==================== block 1
### Local utilization, block 1

(4 px per µm) 10 x 10 tiles, from black (low) to pale yellow (high), 0 to 100% covered.
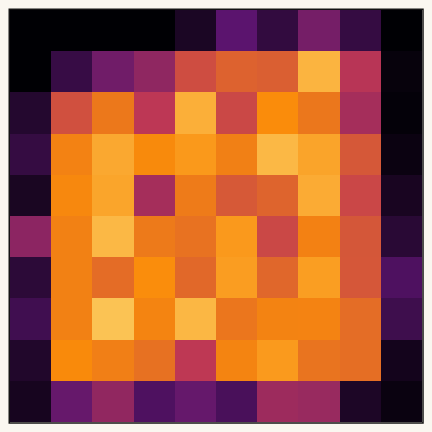

$ cat config.mk
export PLATFORM = sky130hd
export DESIGN_NAME = user_input_encoder
export DESIGN_NICKNAME = d
export VERILOG_FILES = /design/src/rtl/user_input_encoder_pkg.sv /design/src/rtl/user_input_encoder_debouncer.sv /design/src/rtl/user_input_encoder.sv
export SDC_FILE = /design/constraint.sdc
export NUM_CORES = 1
export LEC_CHECK = 0
export ABC_AREA = 0
export CAP_MARGIN = 20
export CORE_MARGIN = 5
export CORE_UTILIZATION = 56
export CTS_CLUSTER_DIAMETER = 200
export DETAILED_ROUTE_END_ITERATION = 10
export GPL_ROUTABILITY_DRIVEN = 0
export PLACE_DENSITY = 0.73
export SYNTH_ARGS = -nofsm -noshare
export SYNTH_HDL_FRONTEND = slang
export SYNTH_SLANG_ARGS = --single-unit
export TNS_END_PERCENT = 100
$ cat constraint.sdc
create_clock -name w_clk -period 4.19 [get_ports w_clk]
set_input_delay 0.419 -clock w_clk [delete_from_list [all_inputs] [get_ports w_clk]]
set_output_delay 0.419 -clock w_clk [all_outputs]
set_load 0.1 [all_outputs]
$ cat src/rtl/user_input_encoder_pkg.sv
// Shared codes, state types and sizing helpers for the user input encoder.
package user_input_encoder_pkg;

    localparam int unsigned BTN_W   = 3;
    localparam int unsigned CODE_W  = 4;

    // Bit positions of the buttons in i_btn_raw / o_btn_level
    localparam int unsigned BTN_INC = 0;
    localparam int unsigned BTN_DEC = 1;
    localparam int unsigned BTN_OK  = 2;

    // Codes shared with the game controllers; they compare by equality
    localparam logic [CODE_W-1:0] USER_INPUT_NONE = 4'b0000;
    localparam logic [CODE_W-1:0] USER_INPUT_INC  = 4'b0001;
    localparam logic [CODE_W-1:0] USER_INPUT_DEC  = 4'b0010;
    localparam logic [CODE_W-1:0] USER_INPUT_OK   = 4'b0100;

    typedef enum logic [1:0] {
        R_IDLE   = 2'd0,
        R_DELAY  = 2'd1,
        R_REPEAT = 2'd2
    } repeat_state_t;

    typedef enum logic {
        DIR_INC = 1'b0,
        DIR_DEC = 1'b1
    } repeat_dir_t;

    // Bits needed to hold 0..max_val without wrapping
    function automatic int unsigned cnt_width(input int unsigned max_val);
        return (max_val == 0) ? 1 : $clog2(max_val + 1);
    endfunction

    function automatic int unsigned max2(input int unsigned a, input int unsigned b);
        return (a > b) ? a : b;
    endfunction

endpackage

$ cat src/rtl/user_input_encoder_debouncer.sv
// One button: 2-FF synchroniser, stability counter, stable level and press edge.
module btn_debouncer
    import user_input_encoder_pkg::*;
#(
    parameter int unsigned DEBOUNCE_CYCLES = 1000000
) (
    input  logic w_clk,
    input  logic w_rst,
    input  logic i_raw,
    output logic o_level,
    output logic o_press_c
);

    localparam int unsigned CNT_W = cnt_width(DEBOUNCE_CYCLES);

    logic             sync_q1;
    logic             sync_q2;
    logic             level_q;
    logic             level_prev_q;
    logic [CNT_W-1:0] cnt_q;

    // Synchronise, then accept a level change only after DEBOUNCE_CYCLES differing cycles
    always_ff @(posedge w_clk) begin
        if (w_rst) begin
            sync_q1      <= 1'b0;
            sync_q2      <= 1'b0;
            level_q      <= 1'b0;
            level_prev_q <= 1'b0;
            cnt_q        <= '0;
        end else begin
            sync_q1      <= i_raw;
            sync_q2      <= sync_q1;
            level_prev_q <= level_q;
            if (sync_q2 == level_q) begin
                cnt_q <= '0;
            end else if (cnt_q == CNT_W'(DEBOUNCE_CYCLES - 1)) begin
                level_q <= sync_q2;
                cnt_q   <= '0;
            end else begin
                cnt_q <= cnt_q + CNT_W'(1);
            end
        end
    end

    assign o_level   = level_q;
    // High for exactly one cycle after the stable level rises
    assign o_press_c = level_q & ~level_prev_q;

endmodule

$ cat src/rtl/user_input_encoder.sv
// Debounced buttons to one-hot single-cycle user input codes with INC/DEC auto-repeat.
module user_input_encoder
    import user_input_encoder_pkg::*;
#(
    parameter int unsigned DEBOUNCE_CYCLES = 1000000,
    parameter int unsigned REPEAT_DELAY    = 50000000,
    parameter int unsigned REPEAT_PERIOD   = 15000000
) (
    input  logic        w_clk,
    input  logic        w_rst,
    input  logic [2:0]  i_btn_raw,
    output logic [3:0]  o_user_input,
    output logic [2:0]  o_btn_level
);

    localparam int unsigned TMR_W = cnt_width(max2(REPEAT_DELAY, REPEAT_PERIOD));

    logic [BTN_W-1:0]  level;
    logic [BTN_W-1:0]  press_c;

    repeat_state_t     state_q;
    repeat_dir_t       dir_q;
    logic [TMR_W-1:0]  timer_q;

    logic              rec_level_c;
    logic              opp_level_c;
    logic              abort_c;
    logic              repeat_c;
    logic              win_inc_c;
    logic              win_dec_c;
    logic [CODE_W-1:0] code_c;

    // One debouncer per button
    for (genvar g = 0; g < BTN_W; g++) begin : g_deb
        btn_debouncer #(
            .DEBOUNCE_CYCLES(DEBOUNCE_CYCLES)
        ) u_deb (
            .w_clk     (w_clk),
            .w_rst     (w_rst),
            .i_raw     (i_btn_raw[g]),
            .o_level   (level[g]),
            .o_press_c (press_c[g])
        );
    end

    // Repeat abort: recorded button released, or the opposite direction is held
    always_comb begin
        rec_level_c = (dir_q == DIR_DEC) ? level[BTN_DEC] : level[BTN_INC];
        opp_level_c = (dir_q == DIR_DEC) ? level[BTN_INC] : level[BTN_DEC];
        abort_c     = ~rec_level_c | opp_level_c;
        repeat_c    = (state_q != R_IDLE) && !abort_c && (timer_q == '0);
    end

    // Priority encode: OK press > DEC press > INC press > repeat pulse; losers are dropped
    always_comb begin
        code_c    = USER_INPUT_NONE;
        win_inc_c = 1'b0;
        win_dec_c = 1'b0;
        if (press_c[BTN_OK]) begin
            code_c = USER_INPUT_OK;
        end else if (press_c[BTN_DEC]) begin
            code_c    = USER_INPUT_DEC;
            win_dec_c = 1'b1;
        end else if (press_c[BTN_INC]) begin
            code_c    = USER_INPUT_INC;
            win_inc_c = 1'b1;
        end else if (repeat_c) begin
            code_c = (dir_q == DIR_DEC) ? USER_INPUT_DEC : USER_INPUT_INC;
        end
    end

    // Auto-repeat FSM and output register; only a press that reached the output arms it
    always_ff @(posedge w_clk) begin
        if (w_rst) begin
            state_q      <= R_IDLE;
            dir_q        <= DIR_INC;
            timer_q      <= '0;
            o_user_input <= USER_INPUT_NONE;
        end else begin
            o_user_input <= code_c;
            case (state_q)
                R_IDLE: begin
                    if (win_dec_c && !level[BTN_INC]) begin
                        state_q <= R_DELAY;
                        dir_q   <= DIR_DEC;
                        timer_q <= TMR_W'(REPEAT_DELAY);
                    end else if (win_inc_c && !level[BTN_DEC]) begin
                        state_q <= R_DELAY;
                        dir_q   <= DIR_INC;
                        timer_q <= TMR_W'(REPEAT_DELAY);
                    end
                end
                R_DELAY, R_REPEAT: begin
                    if (abort_c) begin
                        state_q <= R_IDLE;
                        timer_q <= '0;
                    end else if (timer_q == '0) begin
                        state_q <= R_REPEAT;
                        timer_q <= TMR_W'(REPEAT_PERIOD);
                    end else begin
                        timer_q <= timer_q - TMR_W'(1);
                    end
                end
                default: begin
                    state_q <= R_IDLE;
                    timer_q <= '0;
                end
            endcase
        end
    end

    assign o_btn_level = level;

endmodule
==================== block 2
## src/rtl/id_ex_stage.sv

```systemverilog
// ID/EX stage: decodes an RV32I instruction, reads the regfile combinationally
// and holds the resulting alu operands and control fields in a one-entry
// valid/ready output register.
module id_ex_stage #(
  parameter int unsigned DATA_WIDTH = 32,
  parameter int unsigned REG_ADDR_W = 5
) (
  input  logic                  clk_i,
  input  logic                  rst_i,
  input  logic                  instr_valid_i,
  output logic                  instr_ready_o,
  input  logic [31:0]           instr_i,
  input  logic [DATA_WIDTH-1:0] pc_i,
  input  logic                  flush_i,
  output logic [REG_ADDR_W-1:0] rs1_addr_o,
  output logic [REG_ADDR_W-1:0] rs2_addr_o,
  input  logic [DATA_WIDTH-1:0] rs1_data_i,
  input  logic [DATA_WIDTH-1:0] rs2_data_i,
  output logic                  valid_o,
  input  logic                  ready_i,
  output logic [DATA_WIDTH-1:0] data1_o,
  output logic [DATA_WIDTH-1:0] data2_o,
  output logic [6:0]            opcode_o,
  output logic [2:0]            func3_o,
  output logic [6:0]            func7_o,
  output logic [REG_ADDR_W-1:0] rd_addr_o,
  output logic                  rd_we_o,
  output logic                  is_load_o,
  output logic                  is_store_o,
  output logic [2:0]            mem_func3_o,
  output logic [DATA_WIDTH-1:0] store_data_o,
  output logic                  illegal_o,
  output logic [DATA_WIDTH-1:0] pc_o
);

  localparam logic [6:0] OP_R     = 7'b0110011;
  localparam logic [6:0] OP_IMM   = 7'b0010011;
  localparam logic [6:0] OP_LOAD  = 7'b0000011;
  localparam logic [6:0] OP_STORE = 7'b0100011;
  localparam logic [6:0] OP_LUI   = 7'b0110111;
  localparam logic [6:0] OP_AUIPC = 7'b0010111;

  typedef struct packed {
    logic [DATA_WIDTH-1:0] data1;
    logic [DATA_WIDTH-1:0] data2;
    logic [6:0]            opcode;
    logic [2:0]            func3;
    logic [6:0]            func7;
    logic [REG_ADDR_W-1:0] rd_addr;
    logic                  rd_we;
    logic                  is_load;
    logic                  is_store;
    logic [2:0]            mem_func3;
    logic [DATA_WIDTH-1:0] store_data;
    logic                  illegal;
    logic [DATA_WIDTH-1:0] pc;
  } entry_t;

  entry_t                dec;
  entry_t                ent_q;
  logic                  valid_q;
  logic                  capture;
  logic [DATA_WIDTH-1:0] imm_i;
  logic [DATA_WIDTH-1:0] imm_s;
  logic [DATA_WIDTH-1:0] imm_u;

  // Handshake: a slot is free when empty, draining, or being flushed.
  assign instr_ready_o = !valid_q || ready_i || flush_i;
  assign capture       = instr_valid_i && instr_ready_o && !flush_i;

  assign rs1_addr_o = REG_ADDR_W'(instr_i[19:15]);
  assign rs2_addr_o = REG_ADDR_W'(instr_i[24:20]);

  assign imm_i = {{(DATA_WIDTH-12){instr_i[31]}}, instr_i[31:20]};
  assign imm_s = {{(DATA_WIDTH-12){instr_i[31]}}, instr_i[31:25], instr_i[11:7]};
  assign imm_u = DATA_WIDTH'({instr_i[31:12], 12'b0});

  // Decode the offered instruction into the next entry; non-R forms reuse the alu's add path.
  always_comb begin
    dec         = '0;
    dec.opcode  = OP_IMM;
    dec.rd_addr = REG_ADDR_W'(instr_i[11:7]);
    dec.pc      = pc_i;
    case (instr_i[6:0])
      OP_R: begin
        dec.data1  = rs1_data_i;
        dec.data2  = rs2_data_i;
        dec.opcode = OP_R;
        dec.func3  = instr_i[14:12];
        dec.func7  = instr_i[31:25];
        dec.rd_we  = 1'b1;
      end
      OP_IMM: begin
        dec.data1 = rs1_data_i;
        dec.data2 = imm_i;
        dec.func3 = instr_i[14:12];
        if (instr_i[14:12] == 3'b001 || instr_i[14:12] == 3'b101) begin
          dec.func7 = instr_i[31:25];
        end
        dec.rd_we = 1'b1;
      end
      OP_LOAD: begin
        dec.data1     = rs1_data_i;
        dec.data2     = imm_i;
        dec.is_load   = 1'b1;
        dec.mem_func3 = instr_i[14:12];
        dec.rd_we     = 1'b1;
      end
      OP_STORE: begin
        dec.data1      = rs1_data_i;
        dec.data2      = imm_s;
        dec.is_store   = 1'b1;
        dec.store_data = rs2_data_i;
        dec.mem_func3  = instr_i[14:12];
      end
      OP_LUI: begin
        dec.data2 = imm_u;
        dec.rd_we = 1'b1;
      end
      OP_AUIPC: begin
        dec.data1 = pc_i;
        dec.data2 = imm_u;
        dec.rd_we = 1'b1;
      end
      default: begin
        dec.illegal = 1'b1;
      end
    endcase
    if (dec.rd_addr == '0) begin
      dec.rd_we = 1'b0;
    end
  end

  // Output register: flush empties, capture loads, a drained entry with nothing behind it empties.
  always_ff @(posedge clk_i or posedge rst_i) begin
    if (rst_i) begin
      valid_q <= 1'b0;
      ent_q   <= '0;
    end else if (flush_i) begin
      valid_q <= 1'b0;
    end else if (capture) begin
      valid_q <= 1'b1;
      ent_q   <= dec;
    end else if (valid_q && ready_i) begin
      valid_q <= 1'b0;
    end
  end

  assign valid_o      = valid_q;
  assign data1_o      = ent_q.data1;
  assign data2_o      = ent_q.data2;
  assign opcode_o     = ent_q.opcode;
  assign func3_o      = ent_q.func3;
  assign func7_o      = ent_q.func7;
  assign rd_addr_o    = ent_q.rd_addr;
  assign rd_we_o      = ent_q.rd_we;
  assign is_load_o    = ent_q.is_load;
  assign is_store_o   = ent_q.is_store;
  assign mem_func3_o  = ent_q.mem_func3;
  assign store_data_o = ent_q.store_data;
  assign illegal_o    = ent_q.illegal;
  assign pc_o         = ent_q.pc;

endmodule

```

## config.mk

```make
export PLATFORM = sky130hd
export DESIGN_NAME = id_ex_stage
export DESIGN_NICKNAME = d
export VERILOG_FILES = /design/src/rtl/id_ex_stage.sv
export SDC_FILE = /design/constraint.sdc
export NUM_CORES = 1
export LEC_CHECK = 0
export CAP_MARGIN = 5
export CORE_AREA = 2 2 127 129
export DETAILED_ROUTE_END_ITERATION = 6
export DIE_AREA = 0 0 129 131
export GPL_TIMING_DRIVEN = 0
export PLACE_DENSITY_LB_ADDON = 0.12
export SYNTH_ARGS = -nofsm -noshare
export SYNTH_HDL_FRONTEND = slang
export SYNTH_SLANG_ARGS = --single-unit
```

## constraint.sdc

```tcl
create_clock -name clk_i -period 14.6 [get_ports clk_i]
set_input_delay 2.92 -clock clk_i [delete_from_list [all_inputs] [get_ports clk_i]]
set_output_delay 2.92 -clock clk_i [all_outputs]
set_load 0.1 [all_outputs]
```

==================== block 3
## src/rtl/multi_channel_lockin.sv

```systemverilog
// multi_channel_lockin: time-multiplexed lock-in demodulator for NUM_CH channels.
// One multiplier pair is shared across channels. X = LPF(data*sin) and Y = LPF(data*cos)
// are computed per channel, and all channels are published together with done_o.
// Build option: define MCLOCKIN_LPF_EN to enable the first-order IIR. When it is undefined,
// the outputs are the raw saturated products.
module multi_channel_lockin #(
    parameter int unsigned NUM_CH    = 4,
    parameter int unsigned BITS      = 24,
    parameter int unsigned LPF_SHIFT = 8
) (
    input  logic                   clk_i,
    input  logic                   reset_ni,
    input  logic                   tick_i,
    input  logic [NUM_CH*BITS-1:0] data_i,
    input  logic [BITS-1:0]        sin_i,
    input  logic [BITS-1:0]        cos_i,
    output logic [NUM_CH*BITS-1:0] x_o,
    output logic [NUM_CH*BITS-1:0] y_o,
    output logic                   done_o,
    output logic                   busy_o,
    output logic                   overrun_o,
    input  logic                   overrun_clr_i,
    output logic [31:0]            count_o
);

    localparam int unsigned SW = BITS + LPF_SHIFT;
    localparam int unsigned CW = (NUM_CH > 1) ? $clog2(NUM_CH) : 1;

    typedef enum logic [1:0] {
        IDLE,
        MUL,
        ACC,
        OUT
    } state_t;

    state_t                   state_q;
    logic [CW-1:0]            ch_q;
    logic [NUM_CH*BITS-1:0]   data_q;
    logic signed [BITS-1:0]   sin_q;
    logic signed [BITS-1:0]   cos_q;
    logic signed [BITS-1:0]   p_x_q;
    logic signed [BITS-1:0]   p_y_q;
    logic signed [SW-1:0]     s_x_q [NUM_CH];
    logic signed [SW-1:0]     s_y_q [NUM_CH];

    logic signed [BITS-1:0]   d_sel;
    logic signed [BITS-1:0]   p_x_d;
    logic signed [BITS-1:0]   p_y_d;
    logic signed [SW-1:0]     s_x_d;
    logic signed [SW-1:0]     s_y_d;

    // Full-width signed product, floored by BITS-1, clamped to the BITS range.
    // Only -max * -max can overflow, but the clamp is written generally.
    function automatic logic signed [BITS-1:0] mul_sat(input logic signed [BITS-1:0] a,
                                                       input logic signed [BITS-1:0] b);
        logic signed [2*BITS-1:0] full;
        logic signed [2*BITS-1:0] sh;
        logic signed [BITS-1:0]   res;
        full = $signed({{BITS{a[BITS-1]}}, a}) * $signed({{BITS{b[BITS-1]}}, b});
        sh   = full >>> (BITS - 1);
        if (sh[2*BITS-1:BITS-1] == {(BITS+1){sh[2*BITS-1]}}) begin
            res = sh[BITS-1:0];
        end else if (sh[2*BITS-1]) begin
            res = {1'b1, {(BITS-1){1'b0}}};
        end else begin
            res = {1'b0, {(BITS-1){1'b1}}};
        end
        return res;
    endfunction

    // Select the active channel from the latched sample set and form both products.
    always_comb begin
        d_sel = data_q[ch_q*BITS +: BITS];
        p_x_d = mul_sat(d_sel, sin_q);
        p_y_d = mul_sat(d_sel, cos_q);
    end

    // Next filter state for the active channel.
    always_comb begin
        s_x_d = '0;
        s_y_d = '0;
`ifdef MCLOCKIN_LPF_EN
        s_x_d = s_x_q[ch_q] + $signed({{LPF_SHIFT{p_x_q[BITS-1]}}, p_x_q})
                - (s_x_q[ch_q] >>> LPF_SHIFT);
        s_y_d = s_y_q[ch_q] + $signed({{LPF_SHIFT{p_y_q[BITS-1]}}, p_y_q})
                - (s_y_q[ch_q] >>> LPF_SHIFT);
`else
        // Bypass: store the product pre-scaled so the shared output path yields it unchanged.
        s_x_d = {p_x_q, {LPF_SHIFT{1'b0}}};
        s_y_d = {p_y_q, {LPF_SHIFT{1'b0}}};
`endif
    end

    // Sequencer: latch, multiply, accumulate per channel, then publish all outputs at once.
    always_ff @(posedge clk_i or negedge reset_ni) begin
        if (!reset_ni) begin
            state_q   <= IDLE;
            ch_q      <= '0;
            data_q    <= '0;
            sin_q     <= '0;
            cos_q     <= '0;
            p_x_q     <= '0;
            p_y_q     <= '0;
            for (int unsigned k = 0; k < NUM_CH; k++) begin
                s_x_q[k] <= '0;
                s_y_q[k] <= '0;
            end
            x_o       <= '0;
            y_o       <= '0;
            done_o    <= 1'b0;
            busy_o    <= 1'b0;
            overrun_o <= 1'b0;
            count_o   <= '0;
        end else begin
            done_o <= 1'b0;

            // A dropped tick takes priority over a clear in the same cycle.
            if (tick_i && (state_q != IDLE)) begin
                overrun_o <= 1'b1;
            end else if (overrun_clr_i) begin
                overrun_o <= 1'b0;
            end

            unique case (state_q)
                IDLE: begin
                    busy_o <= tick_i;
                    if (tick_i) begin
                        data_q  <= data_i;
                        sin_q   <= sin_i;
                        cos_q   <= cos_i;
                        ch_q    <= '0;
                        state_q <= MUL;
                    end
                end
                MUL: begin
                    p_x_q   <= p_x_d;
                    p_y_q   <= p_y_d;
                    state_q <= ACC;
                end
                ACC: begin
                    s_x_q[ch_q] <= s_x_d;
                    s_y_q[ch_q] <= s_y_d;
                    if (ch_q == CW'(NUM_CH - 1)) begin
                        state_q <= OUT;
                    end else begin
                        ch_q    <= ch_q + CW'(1);
                        state_q <= MUL;
                    end
                end
                OUT: begin
                    // Filtered value is s >>> LPF_SHIFT, i.e. the top BITS bits of s.
                    for (int unsigned k = 0; k < NUM_CH; k++) begin
                        x_o[k*BITS +: BITS] <= s_x_q[k][SW-1 -: BITS];
                        y_o[k*BITS +: BITS] <= s_y_q[k][SW-1 -: BITS];
                    end
                    done_o  <= 1'b1;
                    count_o <= count_o + 32'd1;
                    state_q <= IDLE;
                end
                default: state_q <= IDLE;
            endcase
        end
    end

endmodule

```

## config.mk

```make
export PLATFORM = sky130hd
export DESIGN_NAME = multi_channel_lockin
export DESIGN_NICKNAME = d
export VERILOG_FILES = /design/src/rtl/multi_channel_lockin.sv
export SDC_FILE = /design/constraint.sdc
export NUM_CORES = 2
export LEC_CHECK = 0
export CELL_PAD_IN_SITES_DETAIL_PLACEMENT = 0
export CELL_PAD_IN_SITES_GLOBAL_PLACEMENT = 2
export CORE_ASPECT_RATIO = 1.4
export CORE_MARGIN = 2
export CORE_UTILIZATION = 40
export CTS_BUF_LIST = sky130_fd_sc_hd__clkbuf_4
export CTS_CLUSTER_SIZE = 40
export DETAILED_ROUTE_END_ITERATION = 16
export PLACE_DENSITY_LB_ADDON = 0.1
export SYNTH_ARGS = -nofsm -noshare
export SYNTH_HDL_FRONTEND = slang
export SYNTH_SLANG_ARGS = --single-unit
export TNS_END_PERCENT = 20
```

## constraint.sdc

```tcl
create_clock -name clk_i -period 10.69 [get_ports clk_i]
set_input_delay 2.6725 -clock clk_i [delete_from_list [all_inputs] [get_ports clk_i]]
set_output_delay 2.6725 -clock clk_i [all_outputs]
set_load 0.03 [all_outputs]
```

==================== block 4
$ cat src/rtl/pc_fetch_if.sv
// rtl/pc_fetch_if.sv - IF/ID handshake bundle between fetch and decode
//
// Purpose: carries the IF/ID register contents and the valid/ready handshake
//          from the fetch stage to decode.
// Signals:
//   id_valid     fetch -> decode  IF/ID register holds a valid instruction
//   id_ready     decode -> fetch  decode accepts IF/ID contents this cycle
//   id_pc        fetch -> decode  PC of the instruction in IF/ID
//   id_instr     fetch -> decode  instruction word in IF/ID
//   id_pc_plus4  fetch -> decode  id_pc + 4 (mod 2^32)
// Modports: master = fetch side, slave = decode side.
interface pc_fetch_if;
  logic        id_valid;
  logic        id_ready;
  logic [31:0] id_pc;
  logic [31:0] id_instr;
  logic [31:0] id_pc_plus4;

  modport master (
    output id_valid,
    output id_pc,
    output id_instr,
    output id_pc_plus4,
    input  id_ready
  );

  modport slave (
    input  id_valid,
    input  id_pc,
    input  id_instr,
    input  id_pc_plus4,
    output id_ready
  );
endinterface

$ cat src/rtl/pc_fetch.sv
// rtl/pc_fetch.sv - instruction fetch stage: PC, ROM address, IF/ID register
//
// Purpose: owns the program counter, addresses the instruction ROM
//          combinationally, captures the returned word into the IF/ID register
//          and offers it to decode. Handles decode backpressure, branch/jump
//          redirect with a one-bubble flush, and misaligned-target reporting.
// Parameters:
//   RESET_PC   PC loaded on reset (byte address, word aligned)
//   NOP_INSTR  value held in id_instr while reset or flushed
// Ports:
//   clk              in   clock, all state on rising edge
//   rst              in   synchronous reset, active-high
//   fetch_en         in   1 = fetch allowed; 0 = no new fetch, PC holds
//   rom_addr         out  byte address to the ROM (= current PC)
//   rom_data         in   instruction word from the ROM, same cycle
//   redirect_valid   in   branch/jump taken this cycle
//   redirect_target  in   new PC (byte address)
//   dec              if   IF/ID handshake to decode (master side)
//   misalign_err     out  one-cycle pulse on a redirect with target[1:0] != 0
//   fetch_count      out  instructions loaded into IF/ID since reset
module pc_fetch #(
  parameter logic [31:0] RESET_PC  = 32'h0000_0000,
  parameter logic [31:0] NOP_INSTR = 32'h0000_0013
) (
  input  logic              clk,
  input  logic              rst,
  input  logic              fetch_en,
  output logic [31:0]       rom_addr,
  input  logic [31:0]       rom_data,
  input  logic              redirect_valid,
  input  logic [31:0]       redirect_target,
  pc_fetch_if.master        dec,
  output logic              misalign_err,
  output logic [31:0]       fetch_count
);

  logic [31:0] pc;
  logic        id_valid;
  logic [31:0] id_pc;
  logic [31:0] id_instr;
  logic [31:0] id_pc_plus4;
  logic        accept;

  // A new word may enter IF/ID when it is empty or being drained this cycle.
  assign accept   = fetch_en & (~id_valid | dec.id_ready);
  assign rom_addr = pc;

  assign dec.id_valid    = id_valid;
  assign dec.id_pc       = id_pc;
  assign dec.id_instr    = id_instr;
  assign dec.id_pc_plus4 = id_pc_plus4;

  always_ff @(posedge clk) begin
    if (rst) begin
      pc           <= {RESET_PC[31:2], 2'b00};
      id_valid     <= 1'b0;
      id_pc        <= 32'h0;
      id_instr     <= NOP_INSTR;
      id_pc_plus4  <= 32'h0;
      misalign_err <= 1'b0;
      fetch_count  <= 32'h0;
    end else begin
      misalign_err <= 1'b0;
      if (redirect_valid) begin
        // Whatever sits in IF/ID is wrong-path: drop it and leave one bubble.
        // The low target bits are discarded so the PC stays word aligned.
        pc           <= {redirect_target[31:2], 2'b00};
        id_valid     <= 1'b0;
        id_instr     <= NOP_INSTR;
        misalign_err <= |redirect_target[1:0];
      end else if (accept) begin
        id_pc       <= pc;
        id_instr    <= rom_data;
        id_pc_plus4 <= pc + 32'd4;
        id_valid    <= 1'b1;
        pc          <= pc + 32'd4;
        fetch_count <= fetch_count + 32'd1;
      end else if (!fetch_en && dec.id_ready && id_valid) begin
        // Decode took the last word and fetch is paused: empty, no refill.
        id_valid <= 1'b0;
      end
    end
  end

endmodule

$ cat src/flat_wrapper.sv
// flat-port wrapper written by rule: the top's interface ports become plain ports
module pc_fetch_flat 
#(
  parameter logic [31:0] RESET_PC  = 32'h0000_0000,
  parameter logic [31:0] NOP_INSTR = 32'h0000_0013
)
  (clk, rst, fetch_en, rom_addr, rom_data, redirect_valid, redirect_target, misalign_err, fetch_count, dec_id_valid, dec_id_pc, dec_id_instr, dec_id_pc_plus4, dec_id_ready);
  pc_fetch_if dec_i ();
  input  logic clk;
  input  logic rst;
  input  logic fetch_en;
  output logic [31:0] rom_addr;
  input  logic [31:0] rom_data;
  input  logic redirect_valid;
  input  logic [31:0] redirect_target;
  output logic misalign_err;
  output logic [31:0] fetch_count;
  output wire logic [$bits(dec_i.id_valid)-1:0] dec_id_valid;
  output wire logic [$bits(dec_i.id_pc)-1:0] dec_id_pc;
  output wire logic [$bits(dec_i.id_instr)-1:0] dec_id_instr;
  output wire logic [$bits(dec_i.id_pc_plus4)-1:0] dec_id_pc_plus4;
  input wire logic [$bits(dec_i.id_ready)-1:0] dec_id_ready;
  assign dec_id_valid = dec_i.id_valid;
  assign dec_id_pc = dec_i.id_pc;
  assign dec_id_instr = dec_i.id_instr;
  assign dec_id_pc_plus4 = dec_i.id_pc_plus4;
  assign dec_i.id_ready = dec_id_ready;
  pc_fetch #(.RESET_PC(RESET_PC), .NOP_INSTR(NOP_INSTR)) u_core (.clk(clk), .rst(rst), .fetch_en(fetch_en), .rom_addr(rom_addr), .rom_data(rom_data), .redirect_valid(redirect_valid), .redirect_target(redirect_target), .dec(dec_i), .misalign_err(misalign_err), .fetch_count(fetch_count));
endmodule
$ cat config.mk
export PLATFORM = sky130hd
export DESIGN_NAME = pc_fetch_flat
export DESIGN_NICKNAME = d
export VERILOG_FILES = /design/src/rtl/pc_fetch_if.sv /design/src/rtl/pc_fetch.sv /design/src/flat_wrapper.sv
export SDC_FILE = /design/constraint.sdc
export NUM_CORES = 1
export LEC_CHECK = 0
export CAP_MARGIN = 25
export CORE_ASPECT_RATIO = 1.5
export CORE_MARGIN = 5
export CORE_UTILIZATION = 46
export DETAILED_ROUTE_END_ITERATION = 6
export GPL_TIMING_DRIVEN = 1
export PLACE_DENSITY = 0.81
export SLEW_MARGIN = 10
export SYNTH_ARGS = -nofsm -noshare
export SYNTH_HDL_FRONTEND = slang
export SYNTH_SLANG_ARGS = --single-unit
$ cat constraint.sdc
create_clock -name clk -period 2.6 [get_ports clk]
set_input_delay 0.52 -clock clk [delete_from_list [all_inputs] [get_ports clk]]
set_output_delay 0.52 -clock clk [all_outputs]
set_load 0.005 [all_outputs]
### Routed metal, one colour a layer, block 4

(1.5 px per µm)
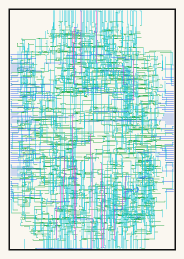
legend:
  green:
    layer: metal 1
    wire_length: 7900 µm
  magenta:
    layer: metal 4
    wire_length: 595 µm
  cyan:
    layer: metal 2
    wire_length: 10500 µm
  blue:
    layer: metal 3
    wire_length: 1470 µm

==> run summary, block 4 <==
cell with the most instances after synthesis - nand2_1
Detail Route Antenna Nets - 0
diodes inserted - 1
I/O Pins - 231
Setup crit start kind - register
critical-path cell list - ha_1 -> and3_1 -> nand2_1 -> nor3_1 -> xnor2_1 -> a211oi_1
Post-Route M1 WL - 7.897 mm
Worst Path Required - 2.93 ns
nets - 1117
number of non-clock buffers in the layout - 249
vias in the first global route - 6548
drc violations - 0
clock tree buffer depth - 2
met3 usage - 0.07708
delay-heaviest family, CP - simple AND/OR/NAND/NOR gates
gr usage total - 0.2370
Final min period - 2.289 ns
Worst Hold Path EP - u_core.dec.id_pc[23]
MaxCap Viol Count - 0
outcome - finished, final reports clean
yosys adder share - 0.003657
logic share of the area - 0.3478
die area - 17470 µm²
### Placed cells, one colour a class, block 2

(2 px per µm)
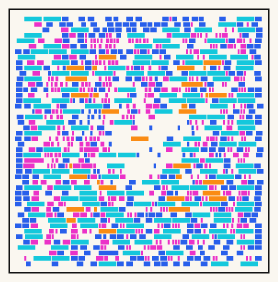
legend:
  cyan:
    class: flops
    cells: 153
    share_of_their_area: 37%
  magenta:
    class: combinational and other logic
    cells: 463
    share_of_their_area: 24%
  orange:
    class: clock drivers and dummy loads
    cells: 31
    share_of_their_area: 6.0%
  blue:
    class: other buffers and delay cells
    cells: 366
    share_of_their_area: 33%

==> run summary, block 2 <==
Num Clock Sinks - 153
#MultiIn Comb - 456
tool warnings - 26
registers - 153
cts hold-fix bufs - 0
slowest CP cell - clkdlybuf4s50_1
GR Overflow Total - 0
Layout non-clock buf frac - 0.3177
synthesized area - 6709 µm²
clock skew - 0.007337 ns
Post-Route M1 WL - 9.270 mm
M2 GR Usage - 0.4603
critical-path cell list - clkdlybuf4s50_1 -> nand2b_1 -> or2_2 -> clkdlybuf4s50_1
Worst Hold Path EP - pc_o[12]
delay-heaviest family, CP - buffers and inverters
Slowest Stage Delay on Critical Path - 1.13 ns
Finished Core Util - 0.6803
worst r2r src - valid_o
worst skew pair latency - 0.43 ns
outcome - finished, final reports clean
asr flop ratio synth - 1.000
routed length on met2 - 11.41 mm
first-pass GRT wire length - 34.69 mm
I/O Pins - 302
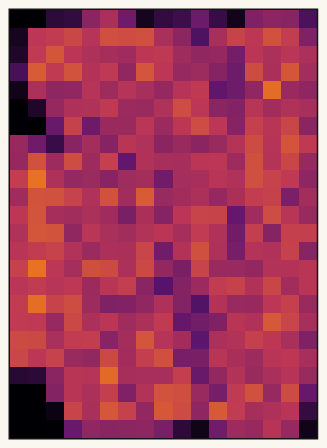
*Local utilization, block 3*
17 x 24 tiles, from black (low) to pale yellow (high), 0 to 100% covered.
mean over tiles: 42%
nearly empty tiles: 2.9%
fullest tile: 68%

### Routed metal, one colour a layer, block 3

(1 px per µm)
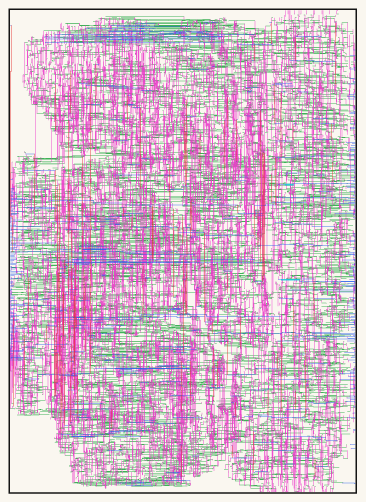
legend:
  red:
    layer: metal 4
    wire_length: 5530 µm
  blue:
    layer: metal 3
    wire_length: 8810 µm
  cyan:
    layer: metal 5
    wire_length: 24.8 µm
  green:
    layer: metal 1
    wire_length: 84.1 mm
  magenta:
    layer: metal 2
    wire_length: 95.5 mm

==> run summary, block 3 <==
outcome - finished, final reports clean
gr usage total - 0.2410
R2R Path End - p_x_q[8]
num rows - 175
tool warnings - 41
synthesized area - 65360 µm²
Seq area share - 0.2096
WL met3 - 8.814 mm
Worst-path clk slew - 0.06 ns
Num Clock Sinks - 615
worst r2r path cells - 26
Layout non-clock buf frac - 0.06256
H-tree levels - 4
area grow syn2layout - 12.36%
# Cells Yosys - 6421
worst skew pair latency - 1.19 ns
clock tree buffer depth - 3
#MultiIn Comb - 4272
MaxCap Viol Count - 0
### Routed metal, one colour a layer, block 1

(3 px per µm)
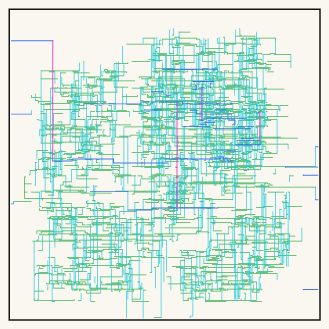
legend:
  magenta:
    layer: metal 4
    wire_length: 95.9 µm
  cyan:
    layer: metal 2
    wire_length: 4440 µm
  green:
    layer: metal 1
    wire_length: 4450 µm
  blue:
    layer: metal 3
    wire_length: 338 µm

About 'Local utilization' of block 1:
tiles over 75% full: 17%
mean over tiles: 48%
fullest tile: 87%

==> run summary, block 1 <==
GR peak layer - met2
CTS resizes - 0
Syn Area/Cell - 8.491 µm²
GR Overflow Total - 0
CP max FO - 13
Cell variety after synth - 58
core area - 8593 µm²
R2R Path End - timer_q[7]
num rows - 34
vias in the first global route - 3649
Critical Path End Type - primary output
Fillers - 753
Layout non-clock buf frac - 0.02491
Final Cycle Share - 0.6194
H-tree levels - 3
Seq share, synth - 0.4294
share of layout cells above drive strength 1 - 0.06908
outcome - finished, final reports clean
first-pass GRT wire length - 16.48 mm
Syn Nets - 583
WS Path Type - register to primary output
M2 GR Usage - 0.3113
first drt pass iteration count - 4

==================== block 5
`config.mk`:
```
export PLATFORM = sky130hd
export DESIGN_NAME = kcounter_gear_ctrl
export DESIGN_NICKNAME = d
export VERILOG_FILES = /design/src/rtl/loop_filter_pkg.sv /design/src/rtl/trigger_window_counter.sv /design/src/rtl/kcounter_gear_ctrl.sv
export SDC_FILE = /design/constraint.sdc
export NUM_CORES = 1
export LEC_CHECK = 0
export CORE_MARGIN = 1
export CORE_UTILIZATION = 40
export CTS_BUF_LIST = sky130_fd_sc_hd__clkbuf_8
export DETAILED_ROUTE_END_ITERATION = 10
export GPL_ROUTABILITY_DRIVEN = 0
export SETUP_SLACK_MARGIN = 0.05
export SLEW_MARGIN = 20
export SYNTH_ARGS = -nofsm -noshare
export SYNTH_HDL_FRONTEND = slang
export SYNTH_SLANG_ARGS = --single-unit
```
`constraint.sdc`:
```
create_clock -name clk_i -period 2.3 [get_ports clk_i]
set_input_delay 0.69 -clock clk_i [delete_from_list [all_inputs] [get_ports clk_i]]
set_output_delay 0.69 -clock clk_i [all_outputs]
set_load 0.005 [all_outputs]
```
`src/rtl/loop_filter_pkg.sv`:
```
// Shared types for the PLL loop-filter K-counter control path.
//   gear_t        : K-counter modulus select (K = 8, 16, 32, 64)
//   ctrl_state_t  : gear controller FSM states
//   gear_modulus  : K value selected by a gear
package loop_filter_pkg;

   typedef enum logic [1:0] {
      GEAR_K8  = 2'd0,
      GEAR_K16 = 2'd1,
      GEAR_K32 = 2'd2,
      GEAR_K64 = 2'd3
   } gear_t;

   typedef enum logic [1:0] {
      IDLE    = 2'd0,
      ACQUIRE = 2'd1,
      LOCKED  = 2'd2
   } ctrl_state_t;

   // K modulus for a gear: 8 << gear
   function automatic int unsigned gear_modulus(input gear_t gear);
      return 32'd8 << 2'(gear);
   endfunction

endpackage

```
`src/rtl/trigger_window_counter.sv`:
```
// Observation-window timer and saturating K-counter trigger counter.
// Ports:
//   clk_i, reset_i    clock, async active-low reset
//   run_i             window running; low clears timer and count
//   trigger_i         K counter reached +K or -K this cycle
//   windowEnd_c       current cycle is the last cycle of the window
//   triggerCount_c    trigger count of the window including this cycle
//   quiet_c, slip_c   window-end classification of the closing window
module trigger_window_counter #(
   parameter int unsigned WINDOW_CYCLES = 256,
   parameter int unsigned QUIET_MAX     = 2,
   parameter int unsigned SLIP_MIN      = 16
) (
   input  logic                                clk_i,
   input  logic                                reset_i,
   input  logic                                run_i,
   input  logic                                trigger_i,
   output logic                                windowEnd_c,
   output logic [$clog2(SLIP_MIN + 1)-1:0]     triggerCount_c,
   output logic                                quiet_c,
   output logic                                slip_c
);

   localparam int unsigned TIMER_W = $clog2(WINDOW_CYCLES);
   localparam int unsigned COUNT_W = $clog2(SLIP_MIN + 1);

   logic [TIMER_W-1:0] timer_q;
   logic [COUNT_W-1:0] count_q;
   logic [COUNT_W-1:0] count_c;

   // Running count including this cycle's trigger, saturating at SLIP_MIN
   always_comb begin
      count_c = count_q;
      if (run_i && trigger_i && (count_q != COUNT_W'(SLIP_MIN))) begin
         count_c = count_q + COUNT_W'(1);
      end
   end

   assign windowEnd_c    = run_i && (timer_q == TIMER_W'(WINDOW_CYCLES - 1));
   assign triggerCount_c = count_c;
   assign quiet_c        = windowEnd_c && (count_c <= COUNT_W'(QUIET_MAX));
   assign slip_c         = windowEnd_c && (count_c >= COUNT_W'(SLIP_MIN));

   // Timer wraps at the window end; the count restarts for the next window
   always_ff @(posedge clk_i or negedge reset_i) begin
      if (!reset_i) begin
         timer_q <= '0;
         count_q <= '0;
      end else if (!run_i) begin
         timer_q <= '0;
         count_q <= '0;
      end else if (windowEnd_c) begin
         timer_q <= '0;
         count_q <= '0;
      end else begin
         timer_q <= timer_q + TIMER_W'(1);
         count_q <= count_c;
      end
   end

endmodule

```
`src/rtl/kcounter_gear_ctrl.sv`:
```
// Gear-shifting controller for the loop-filter reversible K counter.
// Steers the counter up/down from the phase error, classifies each
// observation window by its trigger count and shifts the K modulus:
// quiet windows shift up one gear, a slip window drops back to K=8.
// reset_i is expected to be release-synchronised upstream.
// Ports:
//   clk_i, reset_i                 clock, async active-low reset
//   enable_i                       loop enable; low returns to IDLE
//   phaseErr_i                     XOR phase detector, 1 = count up
//   triggeredMax_i/triggeredMin_i  K counter reached +K / -K
//   increment_o/decrement_o        K counter step controls (combinational)
//   gear_o                         modulus select 0..3 -> K = 8..64
//   loadCounter_o                  one-cycle reload pulse
//   initialValue_o                 reload value (always 0)
//   locked_o                       loop locked
module kcounter_gear_ctrl
   import loop_filter_pkg::*;
#(
   parameter int unsigned WIDTH         = 7,
   parameter int unsigned WINDOW_CYCLES = 256,
   parameter int unsigned QUIET_MAX     = 2,
   parameter int unsigned QUIET_WINDOWS = 4,
   parameter int unsigned SLIP_MIN      = 16
) (
   input  logic             clk_i,
   input  logic             reset_i,
   input  logic             enable_i,
   input  logic             phaseErr_i,
   input  logic             triggeredMax_i,
   input  logic             triggeredMin_i,
   output logic             increment_o,
   output logic             decrement_o,
   output logic [1:0]       gear_o,
   output logic             loadCounter_o,
   output logic [WIDTH-1:0] initialValue_o,
   output logic             locked_o
);

   localparam int unsigned QCNT_W = $clog2(QUIET_WINDOWS + 1);
   localparam int unsigned CNT_W  = $clog2(SLIP_MIN + 1);

   ctrl_state_t        state_q, state_d;
   gear_t              gear_q, gear_d;
   logic [QCNT_W-1:0]  quiet_q, quiet_d;
   logic               load_q, load_d;
   logic               locked_q, locked_d;

   logic               run;
   logic               window_end;
   logic [CNT_W-1:0]   trigger_count;
   logic               quiet;
   logic               slip;

   // Window machinery only runs while the loop is active and stays enabled
   assign run = enable_i && (state_q != IDLE);

   trigger_window_counter #(
      .WINDOW_CYCLES (WINDOW_CYCLES),
      .QUIET_MAX     (QUIET_MAX),
      .SLIP_MIN      (SLIP_MIN)
   ) u_trigger_window_counter (
      .clk_i          (clk_i),
      .reset_i        (reset_i),
      .run_i          (run),
      .trigger_i      (triggeredMax_i | triggeredMin_i),
      .windowEnd_c    (window_end),
      .triggerCount_c (trigger_count),
      .quiet_c        (quiet),
      .slip_c         (slip)
   );

   // State register
   always_ff @(posedge clk_i or negedge reset_i) begin
      if (!reset_i) begin
         state_q  <= IDLE;
         gear_q   <= GEAR_K8;
         quiet_q  <= '0;
         load_q   <= 1'b0;
         locked_q <= 1'b0;
      end else begin
         state_q  <= state_d;
         gear_q   <= gear_d;
         quiet_q  <= quiet_d;
         load_q   <= load_d;
         locked_q <= locked_d;
      end
   end

   // Next-state and window-end gear decision
   always_comb begin
      state_d = state_q;
      gear_d  = gear_q;
      quiet_d = quiet_q;
      load_d  = 1'b0;

      if (!enable_i) begin
         state_d = IDLE;
         gear_d  = GEAR_K8;
         quiet_d = '0;
      end else begin
         case (state_q)
            IDLE: begin
               state_d = ACQUIRE;
            end
            ACQUIRE, LOCKED: begin
               if (window_end) begin
                  if (slip) begin
                     state_d = ACQUIRE;
                     gear_d  = GEAR_K8;
                     quiet_d = '0;
                     load_d  = (gear_q != GEAR_K8);
                  end else if (quiet) begin
                     if (quiet_q < QCNT_W'(QUIET_WINDOWS - 1)) begin
                        quiet_d = quiet_q + QCNT_W'(1);
                     end else if (state_q == LOCKED) begin
                        quiet_d = QCNT_W'(QUIET_WINDOWS);
                     end else if (gear_q != GEAR_K64) begin
                        gear_d  = gear_t'(gear_q + 2'd1);
                        load_d  = 1'b1;
                        quiet_d = '0;
                     end else begin
                        // Top gear held quiet long enough: declare lock, keep K
                        state_d = LOCKED;
                        quiet_d = QCNT_W'(QUIET_WINDOWS);
                     end
                  end else begin
                     quiet_d = '0;
                  end
               end
            end
            default: begin
               state_d = IDLE;
               gear_d  = GEAR_K8;
               quiet_d = '0;
            end
         endcase
      end
   end

   assign locked_d = (state_d == LOCKED);

   // Counter steering is suppressed while idle and during the reload cycle
   assign increment_o    = (state_q != IDLE) && !load_q &&  phaseErr_i;
   assign decrement_o    = (state_q != IDLE) && !load_q && !phaseErr_i;
   assign gear_o         = gear_q;
   assign loadCounter_o  = load_q;
   assign initialValue_o = '0;
   assign locked_o       = locked_q;

   count_in_range_a: assert property (@(posedge clk_i) disable iff (!reset_i)
      (trigger_count <= CNT_W'(SLIP_MIN)) && !(quiet && slip));

endmodule
```
==================== block 6
`config.mk`:
```
export PLATFORM = sky130hd
export DESIGN_NAME = pc_sequencer
export DESIGN_NICKNAME = d
export VERILOG_FILES = /design/src/rtl/pc_sequencer.sv
export SDC_FILE = /design/constraint.sdc
export NUM_CORES = 1
export LEC_CHECK = 0
export CORE_ASPECT_RATIO = 1.1
export CORE_UTILIZATION = 30
export CTS_CLUSTER_SIZE = 14
export DETAILED_ROUTE_END_ITERATION = 16
export PLACE_DENSITY_LB_ADDON = 0.2
export SLEW_MARGIN = 10
export SYNTH_ARGS = -nofsm -noshare
export SYNTH_HDL_FRONTEND = slang
export SYNTH_SLANG_ARGS = --single-unit
export TNS_END_PERCENT = 20
```
`constraint.sdc`:
```
create_clock -name Clock -period 2.38 [get_ports Clock]
set_input_delay 0.357 -clock Clock [delete_from_list [all_inputs] [get_ports Clock]]
set_output_delay 0.357 -clock Clock [all_outputs]
set_load 0.05 [all_outputs]
```
`src/rtl/pc_sequencer.sv`:
```
`default_nettype none
// ============================================================================
// Module      : pc_sequencer
// Description : Fetch/decode sequencer driving an external program counter,
//               with a 4-entry return stack and HALT/ERROR states.
// Revision    : 1.0 - initial release
// ============================================================================
module pc_sequencer (
    input  logic        Clock,
    input  logic        Reset,
    input  logic [15:0] CounterValue,
    output logic        FetchReq,
    input  logic        FetchAck,
    output logic        CommandReady,
    input  logic        CommandValid,
    input  logic [2:0]  Command,
    input  logic [15:0] Target,
    input  logic [8:0]  BranchOffset,
    input  logic        Condition,
    input  logic        Resume,
    output logic [15:0] LoadValue,
    output logic        LoadEnable,
    output logic [8:0]  Offset,
    output logic        OffsetEnable,
    output logic        Halted,
    output logic        StackError,
    output logic [2:0]  StackDepth
);

    localparam logic [1:0] c_FETCH  = 2'd0;
    localparam logic [1:0] c_DECODE = 2'd1;
    localparam logic [1:0] c_HALT   = 2'd2;
    localparam logic [1:0] c_ERROR  = 2'd3;

    localparam logic [2:0] c_NOP    = 3'd0;
    localparam logic [2:0] c_JUMP   = 3'd1;
    localparam logic [2:0] c_BRANCH = 3'd2;
    localparam logic [2:0] c_CALL   = 3'd3;
    localparam logic [2:0] c_RET    = 3'd4;
    localparam logic [2:0] c_HLT    = 3'd5;

    logic [1:0]  r_state;
    logic [1:0]  w_next_state;
    logic [2:0]  r_depth;
    logic [15:0] r_stack [0:3];

    logic        w_exec;
    logic        w_full;
    logic        w_empty;
    logic        w_push;
    logic        w_pop;
    logic [1:0]  w_top;

    assign w_exec  = (r_state == c_DECODE) && CommandValid;
    assign w_full  = (r_depth == 3'd4);
    assign w_empty = (r_depth == 3'd0);
    assign w_push  = w_exec && (Command == c_CALL) && !w_full;
    assign w_pop   = w_exec && (Command == c_RET) && !w_empty;
    // Depth 4 wraps to index 0, so top-of-stack minus one lands on entry 3.
    assign w_top   = r_depth[1:0] - 2'd1;

    assign StackDepth = r_depth;

    always_ff @(posedge Clock) begin
        if (Reset) begin
            r_state <= c_FETCH;
        end else begin
            r_state <= w_next_state;
        end
    end

    always_ff @(posedge Clock) begin
        if (Reset) begin
            r_depth <= 3'd0;
        end else if (w_push) begin
            r_stack[r_depth[1:0]] <= CounterValue + 16'd1;
            r_depth               <= r_depth + 3'd1;
        end else if (w_pop) begin
            r_depth <= r_depth - 3'd1;
        end
    end

    always_comb begin
        w_next_state = r_state;
        case (r_state)
            c_FETCH: begin
                if (FetchAck) begin
                    w_next_state = c_DECODE;
                end
            end
            c_DECODE: begin
                if (CommandValid) begin
                    if ((Command == c_CALL && w_full) || (Command == c_RET && w_empty)) begin
                        w_next_state = c_ERROR;
                    end else if (Command == c_HLT) begin
                        w_next_state = c_HALT;
                    end else begin
                        w_next_state = c_FETCH;
                    end
                end
            end
            c_HALT: begin
                if (Resume) begin
                    w_next_state = c_FETCH;
                end
            end
            default: w_next_state = c_ERROR;
        endcase
    end

    // Default output set is "Hold": keep the PC where it is.
    always_comb begin
        FetchReq     = 1'b0;
        CommandReady = 1'b0;
        LoadValue    = 16'd0;
        LoadEnable   = 1'b0;
        Offset       = 9'd0;
        OffsetEnable = 1'b1;
        Halted       = 1'b0;
        StackError   = 1'b0;
        if (!Reset) begin
            case (r_state)
                c_FETCH: begin
                    FetchReq = 1'b1;
                end
                c_DECODE: begin
                    CommandReady = 1'b1;
                    if (CommandValid) begin
                        case (Command)
                            c_JUMP: begin
                                LoadValue    = Target;
                                LoadEnable   = 1'b1;
                                OffsetEnable = 1'b0;
                            end
                            c_BRANCH: begin
                                if (Condition) begin
                                    Offset = BranchOffset;
                                end else begin
                                    OffsetEnable = 1'b0;
                                end
                            end
                            c_CALL: begin
                                if (!w_full) begin
                                    LoadValue    = Target;
                                    LoadEnable   = 1'b1;
                                    OffsetEnable = 1'b0;
                                end
                            end
                            c_RET: begin
                                if (!w_empty) begin
                                    LoadValue    = r_stack[w_top];
                                    LoadEnable   = 1'b1;
                                    OffsetEnable = 1'b0;
                                end
                            end
                            c_HLT: begin
                                OffsetEnable = 1'b1;
                            end
                            default: begin
                                OffsetEnable = 1'b0;
                            end
                        endcase
                    end
                end
                c_HALT: begin
                    Halted = 1'b1;
                    if (Resume) begin
                        OffsetEnable = 1'b0;
                    end
                end
                default: begin
                    StackError = 1'b1;
                end
            endcase
        end
    end

endmodule
`default_nettype wire

```
### I/O pins on the die edge, block 6

(3 px per µm) Pins as bars across the die edge, other pins in grey.
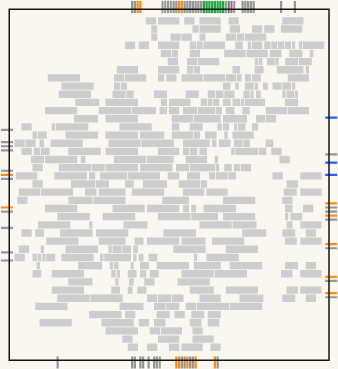
legend:
  blue:
    port: StackDepth
    pins: 3
    direction: output
    edge: east
  orange:
    port: LoadValue
    pins: 16
    direction: output
    edge: 5 south, 5 east, 4 north, 2 west
  green:
    port: Offset
    pins: 9
    direction: output
    edge: north
  magenta:
    port: OffsetEnable
    pins: 1
    direction: output
    edge: north

==> run summary, block 6 <==
Hold Path Class - register to register
layout clock buffer count - 11
outcome - finished, final reports clean
MaxCap Viol Count - 0
Switch Pwr - 0.8675 mW
switch share - 0.2561
stages on the worst setup path - 5
Die W - 106.1 µm
clock tree buffer depth - 2
Syn Area/Cell - 14.24 µm²
sequential power share - 0.407
worst r2r src - r_state[1]
core area - 11540 µm²
yosys stat chip area - 3575 µm²
CTS root buf - clkbuf_16
Tot Pwr - 3.387 mW
area fraction in mux cells - 0.1099
### Local utilization, block 5

(6 px per µm) 6 x 6 tiles, from black (low) to pale yellow (high), 0 to 100% covered.
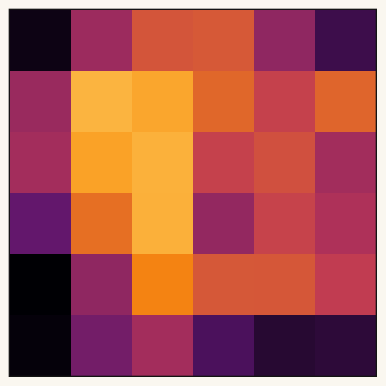
mean over tiles: 47%
nearly empty tiles: 5.6%
fullest tile: 84%
emptiest ninth of the die: south-west

==> run summary, block 5 <==
WL met3 - 67 µm
seq pwr - 0.393 mW
post-route setup slack - 0.05837 ns
Final Max Slew Viols - 0
pin count of the biggest net entering global routing - 23
initial antenna violation count - 0
Synth area leader - dfrtp_1
Tapcells - 46
M2 GR Usage - 0.3187
critical-path cell list - dlygate4sd2_1 -> buf_4 -> and2b_1 -> nand4b_1 -> a22oi_2 -> o41ai_2 -> nor3b_2 -> nor4b_4
Seq share, synth - 0.3964
synthesized area - 1389 µm²
drc violations - 0
Registers, synthesis - 22
outcome - finished, final reports clean

==> screenshots <==
Placed cells, one colour a class.
Plate I
(2 px per µm)
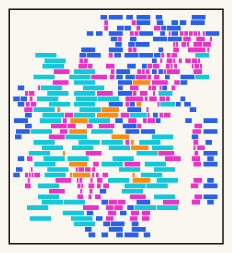
Plate II
(4 px per µm)
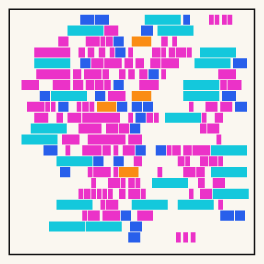
Plate I is block 6.
Plate II is block 5.
Of these, most cells: Plate I
Of these, most sequential cells: Plate I



==> layout pictures side by side <==
Placed cells, one colour a class.
(a)
(1.5 px per µm)
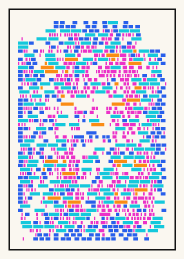
(b)
(1 px per µm)
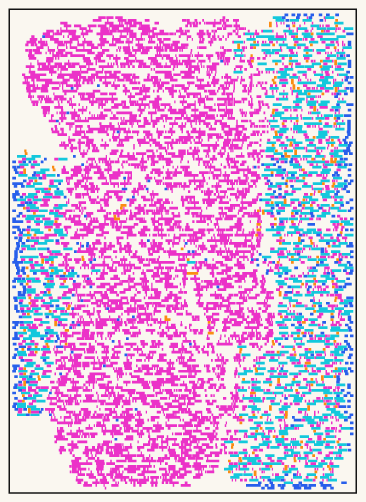
(c)
(3 px per µm)
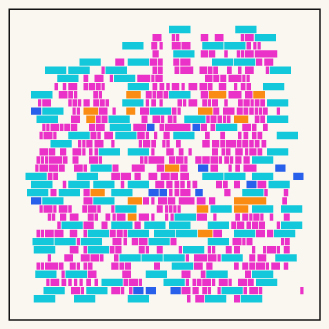
block 3 -> (b)
block 1 -> (c)
block 4 -> (a)
The one with the lowest utilization is (b).
The one with the most sequential cells is (b).

Power and IR drop assume default switching activity.
